==================== sum_accumulator
Fig. 1: sum_accumulator, clock nets
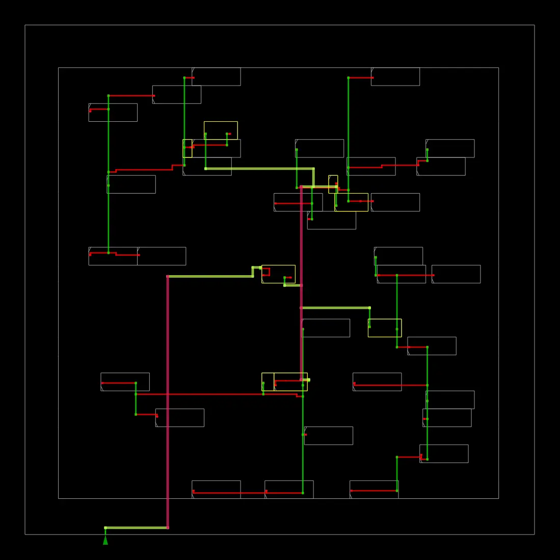

**src/rtl/sum_accumulator_pkg.sv**
```systemverilog
// Shared types and helpers for the frame sum accumulator.
package sum_accumulator_pkg;

  typedef enum logic {
    ACCUM = 1'b0,
    HOLD  = 1'b1
  } state_t;

  // Floor log2; used on power-of-two frame lengths so it is exact there.
  function automatic int log2_f(input int n);
    int r;
    r = 0;
    for (int i = 1; i < 31; i++) begin
      if ((1 << i) <= n) r = i;
    end
    return r;
  endfunction

endpackage

```
**src/rtl/sum_accumulator.sv**
```systemverilog
// Accumulates FRAME_LEN adder sums per frame and presents total, mean and
// overflow on an output valid/ready handshake.
module sum_accumulator
  import sum_accumulator_pkg::*;
#(
  parameter int IN_W      = 5,
  parameter int ACC_W     = 12,
  parameter int FRAME_LEN = 8
) (
  input  logic             clk,
  input  logic             rst,
  input  logic             clear,
  input  logic             in_valid,
  input  logic [IN_W-1:0]  in_data,
  output logic             in_ready,
  output logic             out_valid,
  input  logic             out_ready,
  output logic [ACC_W-1:0] out_sum,
  output logic [ACC_W-1:0] out_mean,
  output logic             out_ovf
);

  localparam int SHIFT = log2_f(FRAME_LEN);
  localparam int CNT_W = SHIFT + 1;
  localparam logic [CNT_W-1:0] LAST = CNT_W'(FRAME_LEN - 1);

  state_t           state, state_nxt;
  logic [ACC_W-1:0] acc;
  logic [CNT_W-1:0] cnt;
  logic             ovf;
  logic [ACC_W:0]   acc_sum;
  logic             accept;
  logic             frame_done;

  function automatic logic [ACC_W-1:0] mean_of(input logic [ACC_W-1:0] s);
    return s >> SHIFT;
  endfunction

  // Extra top bit of acc_sum is the carry out of the accumulator.
  assign acc_sum    = {1'b0, acc} + {1'b0, ACC_W'(in_data)};
  assign accept     = in_valid && in_ready;
  assign frame_done = accept && (cnt == LAST);

  always_ff @(posedge clk) begin
    if (rst) state <= ACCUM;
    else     state <= state_nxt;
  end

  always_comb begin
    state_nxt = state;
    if (clear) begin
      state_nxt = ACCUM;
    end else begin
      case (state)
        ACCUM: if (frame_done) state_nxt = HOLD;
        HOLD:  if (out_ready)  state_nxt = ACCUM;
      endcase
    end
  end

  always_comb begin
    in_ready  = (state == ACCUM);
    out_valid = (state == HOLD);
  end

  // Accumulator is zeroed as the frame closes, so HOLD always re-enters ACCUM clean.
  always_ff @(posedge clk) begin
    if (rst) begin
      acc      <= '0;
      cnt      <= '0;
      ovf      <= 1'b0;
      out_sum  <= '0;
      out_mean <= '0;
      out_ovf  <= 1'b0;
    end else if (clear) begin
      acc <= '0;
      cnt <= '0;
      ovf <= 1'b0;
    end else if (frame_done) begin
      acc      <= '0;
      cnt      <= '0;
      ovf      <= 1'b0;
      out_sum  <= acc_sum[ACC_W-1:0];
      out_mean <= mean_of(acc_sum[ACC_W-1:0]);
      out_ovf  <= ovf | acc_sum[ACC_W];
    end else if (accept) begin
      acc <= acc_sum[ACC_W-1:0];
      cnt <= cnt + CNT_W'(1);
      ovf <= ovf | acc_sum[ACC_W];
    end
  end

endmodule

```
**config.mk**
```make
export PLATFORM = sky130hd
export DESIGN_NAME = sum_accumulator
export DESIGN_NICKNAME = d
export VERILOG_FILES = /design/src/rtl/sum_accumulator_pkg.sv /design/src/rtl/sum_accumulator.sv
export SDC_FILE = /design/constraint.sdc
export NUM_CORES = 1
export LEC_CHECK = 0
export ABC_AREA = 1
export CAP_MARGIN = 30
export CORE_MARGIN = 5
export CORE_UTILIZATION = 40
export DETAILED_ROUTE_END_ITERATION = 7
export PLACE_DENSITY = 0.68
export SETUP_SLACK_MARGIN = 0.3
export SLEW_MARGIN = 20
export SYNTH_ARGS = -nofsm -noshare
export SYNTH_HDL_FRONTEND = slang
export SYNTH_SLANG_ARGS = --single-unit
```
**constraint.sdc**
```tcl
create_clock -name clk -period 2.29 [get_ports clk]
set_clock_uncertainty 0.2 [all_clocks]
set_input_delay 0.3435 -clock clk [delete_from_list [all_inputs] [get_ports clk]]
set_output_delay 0.3435 -clock clk [all_outputs]
set_load 0.01 [all_outputs]
```
==================== unified_mem_arbiter_flat
<file path="src/rtl/unified_mem_arbiter_if.sv">
// Request/response and memory-port bundle between the core requesters, the arbiter
// and the unified single-port memory.
interface unified_mem_arbiter_if;
  logic        if_req;
  logic [31:0] if_addr;
  logic        if_gnt;
  logic        if_valid;
  logic [31:0] if_rdata;
  logic        if_err;

  logic        ls_req;
  logic        ls_we;
  logic [31:0] ls_addr;
  logic [31:0] ls_wdata;
  logic [3:0]  ls_wstrb;
  logic        ls_gnt;
  logic        ls_valid;
  logic [31:0] ls_rdata;
  logic        ls_err;

  logic [31:0] mem_addr;
  logic [31:0] mem_din;
  logic        mem_we;
  logic [31:0] mem_rd;

  // Arbiter side: takes requests and memory read data, drives grants, responses and the memory port.
  modport slave (
    input  if_req, if_addr, ls_req, ls_we, ls_addr, ls_wdata, ls_wstrb, mem_rd,
    output if_gnt, if_valid, if_rdata, if_err,
           ls_gnt, ls_valid, ls_rdata, ls_err,
           mem_addr, mem_din, mem_we
  );

  // Core/memory side: the mirror image of the arbiter.
  modport master (
    output if_req, if_addr, ls_req, ls_we, ls_addr, ls_wdata, ls_wstrb, mem_rd,
    input  if_gnt, if_valid, if_rdata, if_err,
           ls_gnt, ls_valid, ls_rdata, ls_err,
           mem_addr, mem_din, mem_we
  );
endinterface

</file>
<file path="src/rtl/unified_mem_arbiter.sv">
// Arbiter for the single-port unified memory: fetch vs load/store with fetch
// anti-starvation, byte-to-word addressing and read-modify-write partial stores.
module unified_mem_arbiter #(
  parameter int DEPTH_LOG2    = 10,
  parameter int MAX_LS_STREAK = 4
) (
  input  logic                  clk,
  input  logic                  rst_n,
  unified_mem_arbiter_if.slave  bus
);

  localparam int SW = $clog2(MAX_LS_STREAK + 1);
  localparam logic [SW-1:0] STREAK_MAX = SW'(MAX_LS_STREAK);

  typedef enum logic [0:0] {IDLE, RMW_WR} state_t;

  function automatic logic [31:0] word_idx(input logic [31:0] a);
    logic [31:0] w;
    w = '0;
    w[DEPTH_LOG2-1:0] = a[DEPTH_LOG2+1:2];
    return w;
  endfunction

  function automatic logic out_of_range(input logic [31:0] a);
    return |a[31:DEPTH_LOG2+2];
  endfunction

  function automatic logic [31:0] merge_lanes(input logic [31:0] old_w,
                                              input logic [31:0] new_w,
                                              input logic [3:0]  strb);
    logic [31:0] m;
    for (int i = 0; i < 4; i++)
      m[8*i +: 8] = strb[i] ? new_w[8*i +: 8] : old_w[8*i +: 8];
    return m;
  endfunction

  state_t                state;
  logic [SW-1:0]         streak;

  logic                  if_vld_p1, if_err_p1, ls_vld_p1, ls_err_p1;
  logic [31:0]           if_rdata_p1, ls_rdata_p1;

  logic [DEPTH_LOG2-1:0] rmw_idx_p1;
  logic [31:0]           rmw_wdata_p1, rmw_old_p1;
  logic [3:0]            rmw_wstrb_p1;

  logic if_oor, ls_err_c, ls_partial;
  logic if_wins, if_gnt, ls_gnt;
  logic ls_full_wr, ls_rmw_start;
  logic unused_if_lane;

  assign unused_if_lane = ^bus.if_addr[1:0];

  assign if_oor     = out_of_range(bus.if_addr);
  assign ls_err_c   = out_of_range(bus.ls_addr) || (bus.ls_addr[1:0] != 2'b00);
  assign ls_partial = (bus.ls_wstrb != 4'h0) && (bus.ls_wstrb != 4'hF);

  // LS has priority; a fetch that has watched MAX_LS_STREAK LS grants go by is forced through.
  assign if_wins = bus.if_req && (!bus.ls_req || (streak >= STREAK_MAX));
  assign if_gnt  = (state == IDLE) && if_wins;
  assign ls_gnt  = (state == IDLE) && bus.ls_req && !if_wins;

  assign ls_full_wr   = ls_gnt && bus.ls_we && (bus.ls_wstrb == 4'hF) && !ls_err_c;
  assign ls_rmw_start = ls_gnt && bus.ls_we && ls_partial && !ls_err_c;

  assign bus.if_gnt   = if_gnt;
  assign bus.ls_gnt   = ls_gnt;
  assign bus.if_valid = if_vld_p1;
  assign bus.if_err   = if_err_p1;
  assign bus.if_rdata = if_rdata_p1;
  assign bus.ls_valid = ls_vld_p1;
  assign bus.ls_err   = ls_err_p1;
  assign bus.ls_rdata = ls_rdata_p1;

  always_comb begin
    bus.mem_we   = 1'b0;
    bus.mem_din  = bus.ls_wdata;
    bus.mem_addr = word_idx(bus.if_addr);
    if (state == RMW_WR) begin
      bus.mem_we   = 1'b1;
      bus.mem_addr = '0;
      bus.mem_addr[DEPTH_LOG2-1:0] = rmw_idx_p1;
      bus.mem_din  = merge_lanes(rmw_old_p1, rmw_wdata_p1, rmw_wstrb_p1);
    end else if (ls_gnt) begin
      bus.mem_addr = word_idx(bus.ls_addr);
      bus.mem_we   = ls_full_wr;
    end
  end

  // Stage p1: grant cycle -> registered response, or RMW merge state.
  always_ff @(posedge clk or negedge rst_n) begin
    if (!rst_n) begin
      state       <= IDLE;
      streak      <= '0;
      if_vld_p1   <= 1'b0;
      if_err_p1   <= 1'b0;
      if_rdata_p1 <= '0;
      ls_vld_p1   <= 1'b0;
      ls_err_p1   <= 1'b0;
      ls_rdata_p1 <= '0;
    end else begin
      if_vld_p1 <= 1'b0;
      if_err_p1 <= 1'b0;
      ls_vld_p1 <= 1'b0;
      ls_err_p1 <= 1'b0;

      if (if_gnt || !bus.if_req)
        streak <= '0;
      else if (ls_gnt && (streak < STREAK_MAX))
        streak <= streak + 1'b1;

      case (state)
        IDLE: begin
          if (if_gnt) begin
            if_vld_p1   <= 1'b1;
            if_err_p1   <= if_oor;
            if_rdata_p1 <= if_oor ? 32'h0 : bus.mem_rd;
          end
          if (ls_rmw_start) begin
            state <= RMW_WR;
          end else if (ls_gnt) begin
            ls_vld_p1   <= 1'b1;
            ls_err_p1   <= ls_err_c;
            ls_rdata_p1 <= (bus.ls_we || ls_err_c) ? 32'h0 : bus.mem_rd;
          end
        end
        RMW_WR: begin
          state       <= IDLE;
          ls_vld_p1   <= 1'b1;
          ls_rdata_p1 <= 32'h0;
        end
        default: state <= IDLE;
      endcase
    end
  end

  // Partial-store context captured in the grant cycle; only meaningful while in RMW_WR.
  always_ff @(posedge clk) begin
    if (ls_rmw_start) begin
      rmw_idx_p1   <= bus.ls_addr[DEPTH_LOG2+1:2];
      rmw_wdata_p1 <= bus.ls_wdata;
      rmw_wstrb_p1 <= bus.ls_wstrb;
      rmw_old_p1   <= bus.mem_rd;
    end
  end

endmodule

</file>
<file path="src/flat_wrapper.sv">
// flat-port wrapper written by rule: the top's interface ports become plain ports
module unified_mem_arbiter_flat 
#(
  parameter int DEPTH_LOG2    = 10,
  parameter int MAX_LS_STREAK = 4
)
  (clk, rst_n, bus_if_req, bus_if_addr, bus_ls_req, bus_ls_we, bus_ls_addr, bus_ls_wdata, bus_ls_wstrb, bus_mem_rd, bus_if_gnt, bus_if_valid, bus_if_rdata, bus_if_err, bus_ls_gnt, bus_ls_valid, bus_ls_rdata, bus_ls_err, bus_mem_addr, bus_mem_din, bus_mem_we);
  unified_mem_arbiter_if bus_i ();
  input  logic clk;
  input  logic rst_n;
  input wire logic [$bits(bus_i.if_req)-1:0] bus_if_req;
  input wire logic [$bits(bus_i.if_addr)-1:0] bus_if_addr;
  input wire logic [$bits(bus_i.ls_req)-1:0] bus_ls_req;
  input wire logic [$bits(bus_i.ls_we)-1:0] bus_ls_we;
  input wire logic [$bits(bus_i.ls_addr)-1:0] bus_ls_addr;
  input wire logic [$bits(bus_i.ls_wdata)-1:0] bus_ls_wdata;
  input wire logic [$bits(bus_i.ls_wstrb)-1:0] bus_ls_wstrb;
  input wire logic [$bits(bus_i.mem_rd)-1:0] bus_mem_rd;
  output wire logic [$bits(bus_i.if_gnt)-1:0] bus_if_gnt;
  output wire logic [$bits(bus_i.if_valid)-1:0] bus_if_valid;
  output wire logic [$bits(bus_i.if_rdata)-1:0] bus_if_rdata;
  output wire logic [$bits(bus_i.if_err)-1:0] bus_if_err;
  output wire logic [$bits(bus_i.ls_gnt)-1:0] bus_ls_gnt;
  output wire logic [$bits(bus_i.ls_valid)-1:0] bus_ls_valid;
  output wire logic [$bits(bus_i.ls_rdata)-1:0] bus_ls_rdata;
  output wire logic [$bits(bus_i.ls_err)-1:0] bus_ls_err;
  output wire logic [$bits(bus_i.mem_addr)-1:0] bus_mem_addr;
  output wire logic [$bits(bus_i.mem_din)-1:0] bus_mem_din;
  output wire logic [$bits(bus_i.mem_we)-1:0] bus_mem_we;
  assign bus_i.if_req = bus_if_req;
  assign bus_i.if_addr = bus_if_addr;
  assign bus_i.ls_req = bus_ls_req;
  assign bus_i.ls_we = bus_ls_we;
  assign bus_i.ls_addr = bus_ls_addr;
  assign bus_i.ls_wdata = bus_ls_wdata;
  assign bus_i.ls_wstrb = bus_ls_wstrb;
  assign bus_i.mem_rd = bus_mem_rd;
  assign bus_if_gnt = bus_i.if_gnt;
  assign bus_if_valid = bus_i.if_valid;
  assign bus_if_rdata = bus_i.if_rdata;
  assign bus_if_err = bus_i.if_err;
  assign bus_ls_gnt = bus_i.ls_gnt;
  assign bus_ls_valid = bus_i.ls_valid;
  assign bus_ls_rdata = bus_i.ls_rdata;
  assign bus_ls_err = bus_i.ls_err;
  assign bus_mem_addr = bus_i.mem_addr;
  assign bus_mem_din = bus_i.mem_din;
  assign bus_mem_we = bus_i.mem_we;
  unified_mem_arbiter #(.DEPTH_LOG2(DEPTH_LOG2), .MAX_LS_STREAK(MAX_LS_STREAK)) u_core (.clk(clk), .rst_n(rst_n), .bus(bus_i));
endmodule
</file>
<file path="config.mk">
export PLATFORM = sky130hd
export DESIGN_NAME = unified_mem_arbiter_flat
export DESIGN_NICKNAME = d
export VERILOG_FILES = /design/src/rtl/unified_mem_arbiter_if.sv /design/src/rtl/unified_mem_arbiter.sv /design/src/flat_wrapper.sv
export SDC_FILE = /design/constraint.sdc
export NUM_CORES = 1
export LEC_CHECK = 0
export CELL_PAD_IN_SITES_DETAIL_PLACEMENT = 0
export CELL_PAD_IN_SITES_GLOBAL_PLACEMENT = 1
export CORE_MARGIN = 2
export CORE_UTILIZATION = 36
export CTS_CLUSTER_SIZE = 25
export DETAILED_ROUTE_END_ITERATION = 7
export PLACE_DENSITY_LB_ADDON = 0.1
export SKIP_CTS_REPAIR_TIMING = 1
export SLEW_MARGIN = 15
export SYNTH_ARGS = -nofsm -noshare
export SYNTH_HDL_FRONTEND = slang
export SYNTH_SLANG_ARGS = --single-unit
</file>
<file path="constraint.sdc">
create_clock -name clk -period 6 [get_ports clk]
set_input_delay 0.9 -clock clk [delete_from_list [all_inputs] [get_ports clk]]
set_output_delay 0.9 -clock clk [all_outputs]
set_load 0.05 [all_outputs]
</file>
==================== tlb_test_port
===== src/rtl/tlb_test_port.sv =====
// -----------------------------------------------------------------------------
// tlb_test_port
//   Consumer side of the TR6/TR7 test registers. It watches the test-register
//   write bus; a write to TR6 launches one command against the 4-way TLB array.
//   C=0 writes an entry built from TR6/TR7. C=1 looks up the addressed set and
//   returns the result as a one-cycle load into TR7. While a command is in
//   flight, busy is raised so the core holds off further MOV TRn.
//
// Ports
//   clock, reset          clock and asynchronous active-high reset
//   tr_write_enable/index/data   snooped test-register write bus
//   tr7_value             current TR7 contents (captured at trigger)
//   tlb_repl_way          replacement way for the addressed set (captured at trigger)
//   tlb_req/we/set/way/wdata     TLB access request, held until tlb_ack
//   tlb_ack               request accepted; tlb_rdata valid in that cycle on reads
//   tlb_rdata             four entries of the set, way0 in the LSBs
//   tr7_load_enable/data  one-cycle TR7 load with the lookup result
//   busy                  command in flight
//   op_done               one-cycle pulse at command completion
//
// Entry layout (44-SET_BITS bits): {tag, V, D, U, W, phys[31:12]}
// -----------------------------------------------------------------------------
module tlb_test_port #(
    parameter int         SET_BITS  = 3,
    parameter logic [2:0] TR6_INDEX = 3'd6,
    parameter logic [2:0] TR7_INDEX = 3'd7
) (
    input  logic                        clock,
    input  logic                        reset,
    input  logic                        tr_write_enable,
    input  logic [2:0]                  tr_write_index,
    input  logic [31:0]                 tr_write_data,
    input  logic [31:0]                 tr7_value,
    input  logic [1:0]                  tlb_repl_way,
    output logic                        tlb_req,
    output logic                        tlb_we,
    output logic [SET_BITS-1:0]         tlb_set,
    output logic [1:0]                  tlb_way,
    output logic [43-SET_BITS:0]        tlb_wdata,
    input  logic                        tlb_ack,
    input  logic [4*(44-SET_BITS)-1:0]  tlb_rdata,
    output logic                        tr7_load_enable,
    output logic [31:0]                 tr7_load_data,
    output logic                        busy,
    output logic                        op_done
);

    localparam int EW = 44 - SET_BITS;   // entry width

    localparam logic [1:0] ST_IDLE   = 2'd0;
    localparam logic [1:0] ST_REQ    = 2'd1;
    localparam logic [1:0] ST_FINISH = 2'd2;

    logic [1:0]  state_q,  state_d;
    logic [19:0] lin_q,    lin_d;      // linear[31:12] from TR6
    logic [6:0]  attr_q,   attr_d;     // {V, D, D#, U, U#, W, W#}
    logic        lookup_q, lookup_d;   // C bit
    logic [19:0] phys_q,   phys_d;     // TR7 phys[31:12]
    logic [1:0]  way_q,    way_d;
    logic [31:0] result_q, result_d;

    logic        trigger;
    logic [3:0]  hit;
    logic [19:0] way_phys [4];
    logic [31:0] lookup_result;

    // A misconfigured parameter set with both indices equal never triggers.
    assign trigger = tr_write_enable && (tr_write_index == TR6_INDEX) &&
                     (TR6_INDEX != TR7_INDEX) && (state_q == ST_IDLE);

    // Attribute pair (X, X#): 10 needs bit=1, 01 needs bit=0, 11 ignores it,
    // 00 can never match.
    function automatic logic pair_ok(input logic x, input logic xn, input logic b);
        return (x | xn) & (x | ~b) & (xn | b);
    endfunction

    genvar gi;
    generate
        for (gi = 0; gi < 4; gi++) begin : g_way
            logic [EW-1:0] ent;
            assign ent          = tlb_rdata[gi*EW +: EW];
            assign way_phys[gi] = ent[19:0];
            assign hit[gi]      = ent[23] & attr_q[6] &
                                  (ent[EW-1:24] == lin_q[19:SET_BITS]) &
                                  pair_ok(attr_q[5], attr_q[4], ent[22]) &
                                  pair_ok(attr_q[3], attr_q[2], ent[21]) &
                                  pair_ok(attr_q[1], attr_q[0], ent[20]);
        end
    endgenerate

    // Scan from way 3 down so the lowest hitting way is the one reported.
    always_comb begin
        lookup_result = 32'h0;
        for (int i = 3; i >= 0; i--) begin
            if (hit[i]) begin
                lookup_result = {way_phys[i], 7'b0, 1'b1, 2'(i), 2'b0};
            end
        end
    end

    always_comb begin
        state_d  = state_q;
        lin_d    = lin_q;
        attr_d   = attr_q;
        lookup_d = lookup_q;
        phys_d   = phys_q;
        way_d    = way_q;
        result_d = result_q;
        case (state_q)
            ST_IDLE: begin
                if (trigger) begin
                    state_d  = ST_REQ;
                    lin_d    = tr_write_data[31:12];
                    attr_d   = tr_write_data[11:5];
                    lookup_d = tr_write_data[0];
                    phys_d   = tr7_value[31:12];
                    way_d    = tr7_value[4] ? tr7_value[3:2] : tlb_repl_way;
                    result_d = 32'h0;
                end
            end
            ST_REQ: begin
                if (tlb_ack) begin
                    state_d = ST_FINISH;
                    if (lookup_q) begin
                        result_d = lookup_result;
                    end
                end
            end
            ST_FINISH: begin
                state_d = ST_IDLE;
            end
            default: begin
                state_d = ST_IDLE;
            end
        endcase
    end

    always_ff @(posedge clock or posedge reset) begin
        if (reset) begin
            state_q  <= ST_IDLE;
            lin_q    <= '0;
            attr_q   <= '0;
            lookup_q <= 1'b0;
            phys_q   <= '0;
            way_q    <= '0;
            result_q <= '0;
        end else begin
            state_q  <= state_d;
            lin_q    <= lin_d;
            attr_q   <= attr_d;
            lookup_q <= lookup_d;
            phys_q   <= phys_d;
            way_q    <= way_d;
            result_q <= result_d;
        end
    end

    // All outputs derive from reset registers, so reset clears them at once.
    assign tlb_req         = (state_q == ST_REQ);
    assign tlb_we          = tlb_req & ~lookup_q;
    assign tlb_set         = lin_q[SET_BITS-1:0];
    assign tlb_way         = way_q;
    assign tlb_wdata       = {lin_q[19:SET_BITS], attr_q[6], attr_q[5], attr_q[3],
                              attr_q[1], phys_q};
    assign tr7_load_enable = (state_q == ST_FINISH) & lookup_q;
    assign tr7_load_data   = result_q;
    assign busy            = (state_q != ST_IDLE);
    assign op_done         = (state_q == ST_FINISH);

    // TR6 bits 4:1 and TR7 bits 11:5, 1:0 carry nothing this block needs.
    logic unused_bits;
    assign unused_bits = ^{tr_write_data[4:1], tr7_value[11:5], tr7_value[1:0]};

endmodule

===== config.mk =====
export PLATFORM = sky130hd
export DESIGN_NAME = tlb_test_port
export DESIGN_NICKNAME = d
export VERILOG_FILES = /design/src/rtl/tlb_test_port.sv
export SDC_FILE = /design/constraint.sdc
export NUM_CORES = 1
export LEC_CHECK = 0
export CAP_MARGIN = 10
export CELL_PAD_IN_SITES_DETAIL_PLACEMENT = 1
export CELL_PAD_IN_SITES_GLOBAL_PLACEMENT = 1
export CORE_MARGIN = 4
export CORE_UTILIZATION = 26
export DETAILED_ROUTE_END_ITERATION = 7
export PLACE_DENSITY = 0.86
export SLEW_MARGIN = 20
export SYNTH_ARGS = -nofsm -noshare
export SYNTH_HDL_FRONTEND = slang
export SYNTH_SLANG_ARGS = --single-unit

===== constraint.sdc =====
create_clock -name clock -period 2.96 [get_ports clock]
set_clock_uncertainty 0.2 [all_clocks]
set_input_delay 0.592 -clock clock [delete_from_list [all_inputs] [get_ports clock]]
set_output_delay 0.592 -clock clock [all_outputs]
set_load 0.05 [all_outputs]

Fig. 2: tlb_test_port, clock nets
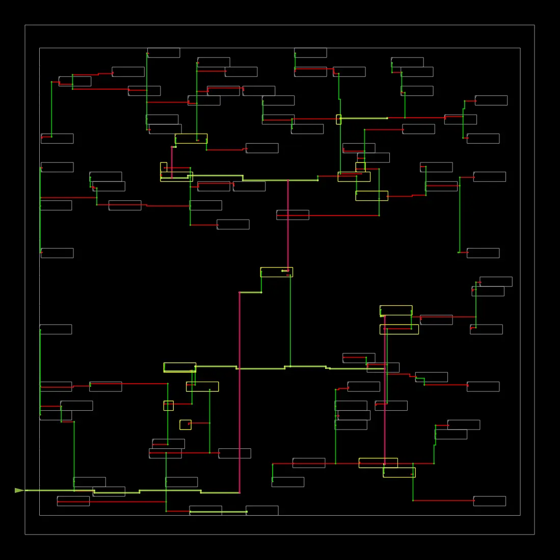
clock latency (worst-skew pair): 0.35 ns
# clock sinks: 75
Clock buffer cells: 10
Seq cells: 75

==> impl_metrics.toml, tlb_test_port <==
# physical design summary
[run_status]
status = "finished, final reports clean"

[place]
place_ws_ns = -0.249
placed_cell_area_mm2 = 0.00827
dp_hpwl_um = 18100
io_buffers = 297

[routing]
wl_met1_um = 8950
drt-initial-drc-count = 164
drtAntennaViolNets = 0
met3WireLength_um = 1860
highest_layer = "met4"

[setup_path]
required_ns = 2.99

[global_routing]
use_met2_pct = 38.7
grt_max_degree = 76

[logic_synthesis]
netlist_area_mm2 = 0.00490
synthArstFlopShare_pct = 100
ys_cells = 483
syn_inst = 483
synth.most_common_cell = "dfrtp_1"
common_cells = "dfrtp_1, mux2_2, xor2_1"
ys.flop_type = "dfrtp_1"

[final_timing]
setup_viol = 0
fmax_ghz = 0.360
relSlewSlack_pct = 50.4

[min_path]
worstHoldPathCells = 2

[final_layout]
sh_seq_area_pct = 21.8
fillers = 2049
stdcell_area_mm2 = 0.00859

[run]
maxCapViolCount = 0

[die]
ioPinCount = 320
die_w_um = 145

[power_and_ir_drop]
p_per_area_mw_per_mm2 = 557

[clocking]
clk_pin_slew_ns = 0.06
clockBufferDepth = 2
-- tlb_test_port: power by group --
part           total (mW)  switching [mW]  internal [mW]
clock network        1.23           0.492          0.741
logic                2.12            1.16          0.963
registers            1.43           0.232           1.20
-- tlb_test_port: critical path, stage by stage --
cell,delay (ns)
clkdlybuf4s50_1,0.45
xor2_1,0.19
nor4_1,0.30
nand4_1,0.24
or3_1,0.42
buf_4,0.21
a311oi_1,0.32
o21ai_1,0.09
-- tlb_test_port: state kept, by name, indices dropped and copies added, names as in the netlist --
signal         flops
attr_q             7
lin_q             20
lookup_q           1
phys_q            20
state_q            2
tlb_way            2
tr7_load_data     23
Fig. 3: sum_accumulator, placement by cell class
Scale bar: 20 µm.
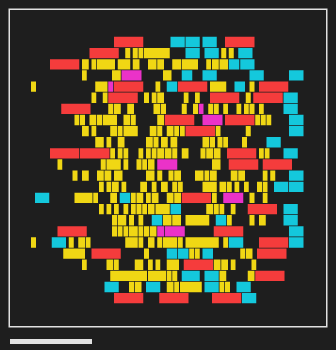
| class | color | cells | share of their area |
|---|---|---|---|
| remaining buffers and delay cells | cyan | 44 | 18% |
| combinational and other logic | yellow | 222 | 50% |
| clock drivers and dummy loads | magenta | 8 | 3.6% |
| sequential cells | red | 31 | 28% |

Fig. 4: sum_accumulator, ports around the boundary
Pins as bars across the die edge, other pins in gray.
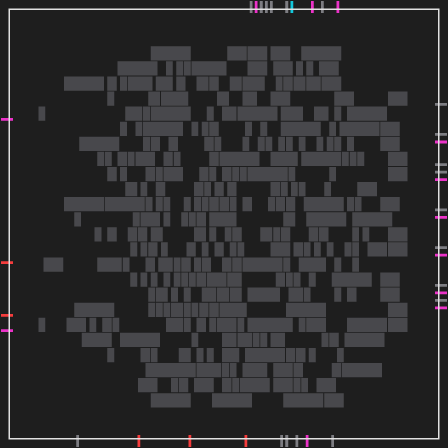
| port | color | pins | direction | edge |
|---|---|---|---|---|
| `out_mean` | magenta | 12 | output | 6 right, 3 top, 2 left, 1 bottom |
| `in_data` | red | 5 | input | 3 bottom, 2 left |
| `out_valid` | cyan | 1 | output | top |
all pins by edge: 14 right, 10 top, 9 bottom, 4 left

Notes on Fig. 1 above:
Seq cells: 31
CTS Buf Count: 5
clock latency (worst-skew pair): 0.28 ns
# clock sinks: 31
Clock Power: 0.410 mW

==> impl_metrics.toml, sum_accumulator <==
# physical design summary
[die]
rows = 24

[run_status]
status = "finished, final reports clean"

[power_and_ir_drop]
clockPowerShare_pct = 37.0
power_switching_mw = 0.285

[setup_path]
critPathMaxFanout = 2
start_kind = "input pin"
worst-r2r-setup-slack_ns = 0.48
reg2reg_to = "out_sum[10]"
reg2reg_depth = 11

[logic_synthesis]
topCellsByArea = "dfxtp_1, nand2_1, nand3_1"
ys_sh_xor_pct = 2.43
syn_inst = 270

[routing]
met3WireLength_um = 268
dr_wl_met2_um = 1910
route.detailed.drc = 0
post_drt_wl_per_cell_um = 11.8

[final_layout]
post-route-util_pct = 53.1
reg_top3 = "acc: 12 flops, out_sum: 12 flops, cnt: 4 flops"
clk_share_pct = 3.52
buffers_excl_clock = 44

[min_path]
hold_class = "register to register"

[clocking]
htreeDepth = 2
clk_pin_slew_ns = 0.06

[global_routing]
met1_usage_pct = 19.7
grt_max_degree = 17

[run]
openroad.warnings = 26
-- sum_accumulator: metrics by stage --
stage	instances	setup slack, ns	TNS [ns]
5_1_grt	357	0.301	0
2_1_floorplan	272	0.442	0
4_1_cts	356	0.310	0
6_report	357	0.404	0
3_3_place_gp	348	-0.00302	-0.00302
3_5_place_dp	348	-0.0506	-0.228
-- sum_accumulator: critical path: stages --
cell	delay [ns]
clkdlybuf4s50_1	0.48
inv_1	0.07
fa_2	0.39
inv_2	0.07
buf_4	0.11
nand2_1	0.08
nand3_2	0.08
nand3_1	0.09
nand3_1	0.10
nand2_1	0.05
inv_1	0.04
Fig. 5: unified_mem_arbiter_flat, met4 routing
Scale bar: 50 µm.
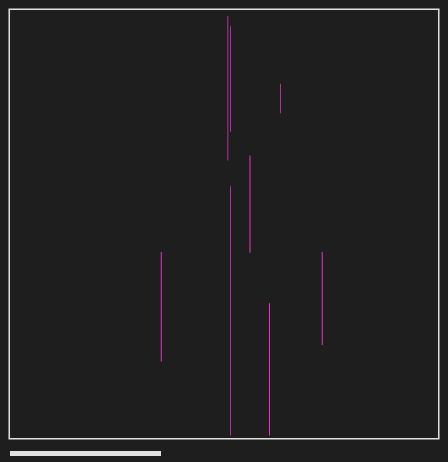
share of all routed wire: 1.5%
main direction: vertical
nets with wire on the layer: 5
longest straight run: 82.3 µm

Fig. 6: unified_mem_arbiter_flat, cell sizes after repair
Scale bar: 50 µm.
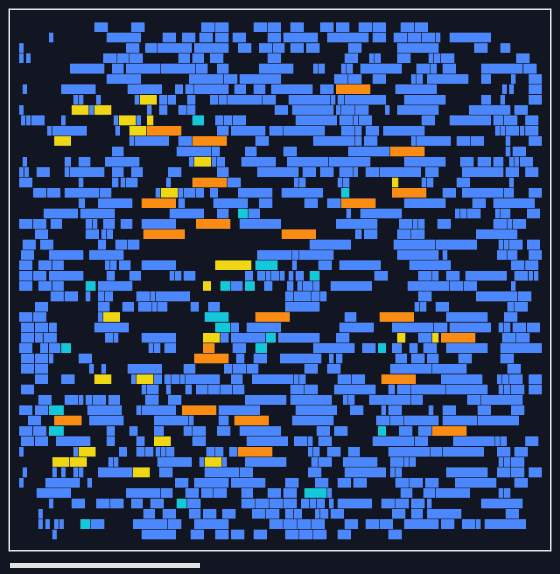
| size | color | cells | share |
|---|---|---|---|
| _0 and _1 cells | blue | 747 | 92% |
| _6 and larger | orange | 22 | 2.7% |
| _3 and _4 cells | cyan | 20 | 2.5% |
| _2 cells | yellow | 24 | 3.0% |

==> impl_metrics.toml, unified_mem_arbiter_flat <==
# physical design summary
[run_status]
status = "finished, final reports clean"

[global_routing]
grt_use_met3_pct = 4.96

[power_and_ir_drop]
p_int_mw = 1.83
p_per_area_mw_per_mm2 = 246
max-vdd-ir-drop_mv = 0.171

[die]
fp_util_pct = 36.6

[logic_synthesis]
syn_inst = 573
common_cells = "edfxtp_1, nand2_1, dfrtp_1"
synthArstFlopShare_pct = 48.0

[routing]
drt_wl_total_um = 20900
dr_wl_met2_um = 9420

[setup_path]
critPathMaxFanout = 18

[final_layout]
syn2layout_area_growth_pct = 45.7

[min_path]
whs_endpoint = "u_core.bus.if_rdata[1]"

[place]
io_buffers = 247
-- unified_mem_arbiter_flat: stage by stage --
| stage | cells | hold WS (ns) |
|---|---|---|
| CTS | 1047 | 0.510 |
| finish | 1047 | 0.506 |
| floorplan | 594 | 0.537 |
| global placement | 1015 | 0.490 |
| detailed placement | 1015 | 0.491 |
| global route | 1047 | 0.523 |
-- unified_mem_arbiter_flat: logic make-up after synthesis --
kind of cell,after synthesis,synth area share [%]
muxes,32,4.68
other,1,0.0548
buffers and inverters,69,5.52
AOI/OAI and AO/OA,125,14.0
adders and majority gates,1,0.183
and+or+nand+nor,195,15.0
DFF,150,60.5

## Gallery

Clock distribution.
(a)
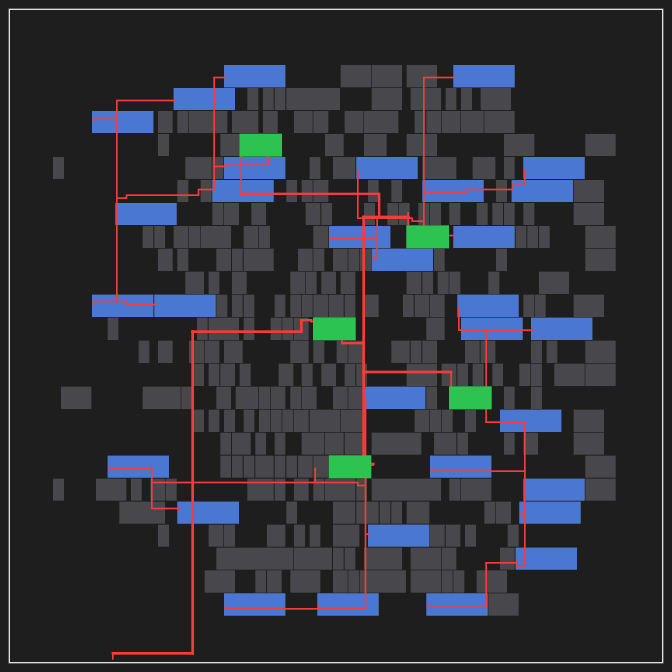
(b)
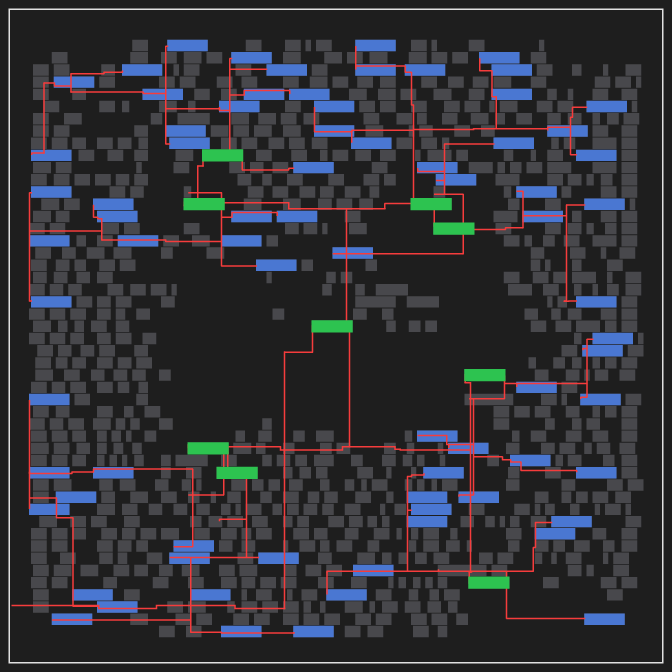
(c)
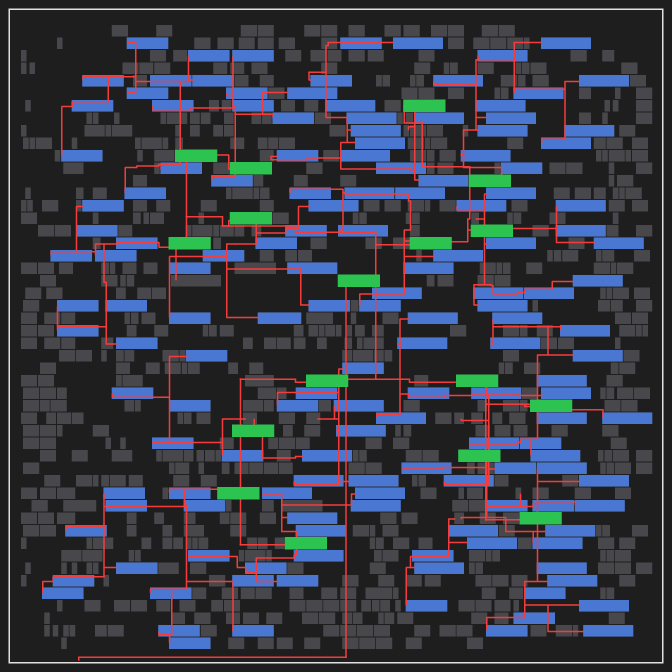
- (c) = unified_mem_arbiter_flat
- (a) = sum_accumulator
- (b) = tlb_test_port


Power figures rest on the tool's default switching activity, not on a simulated workload.
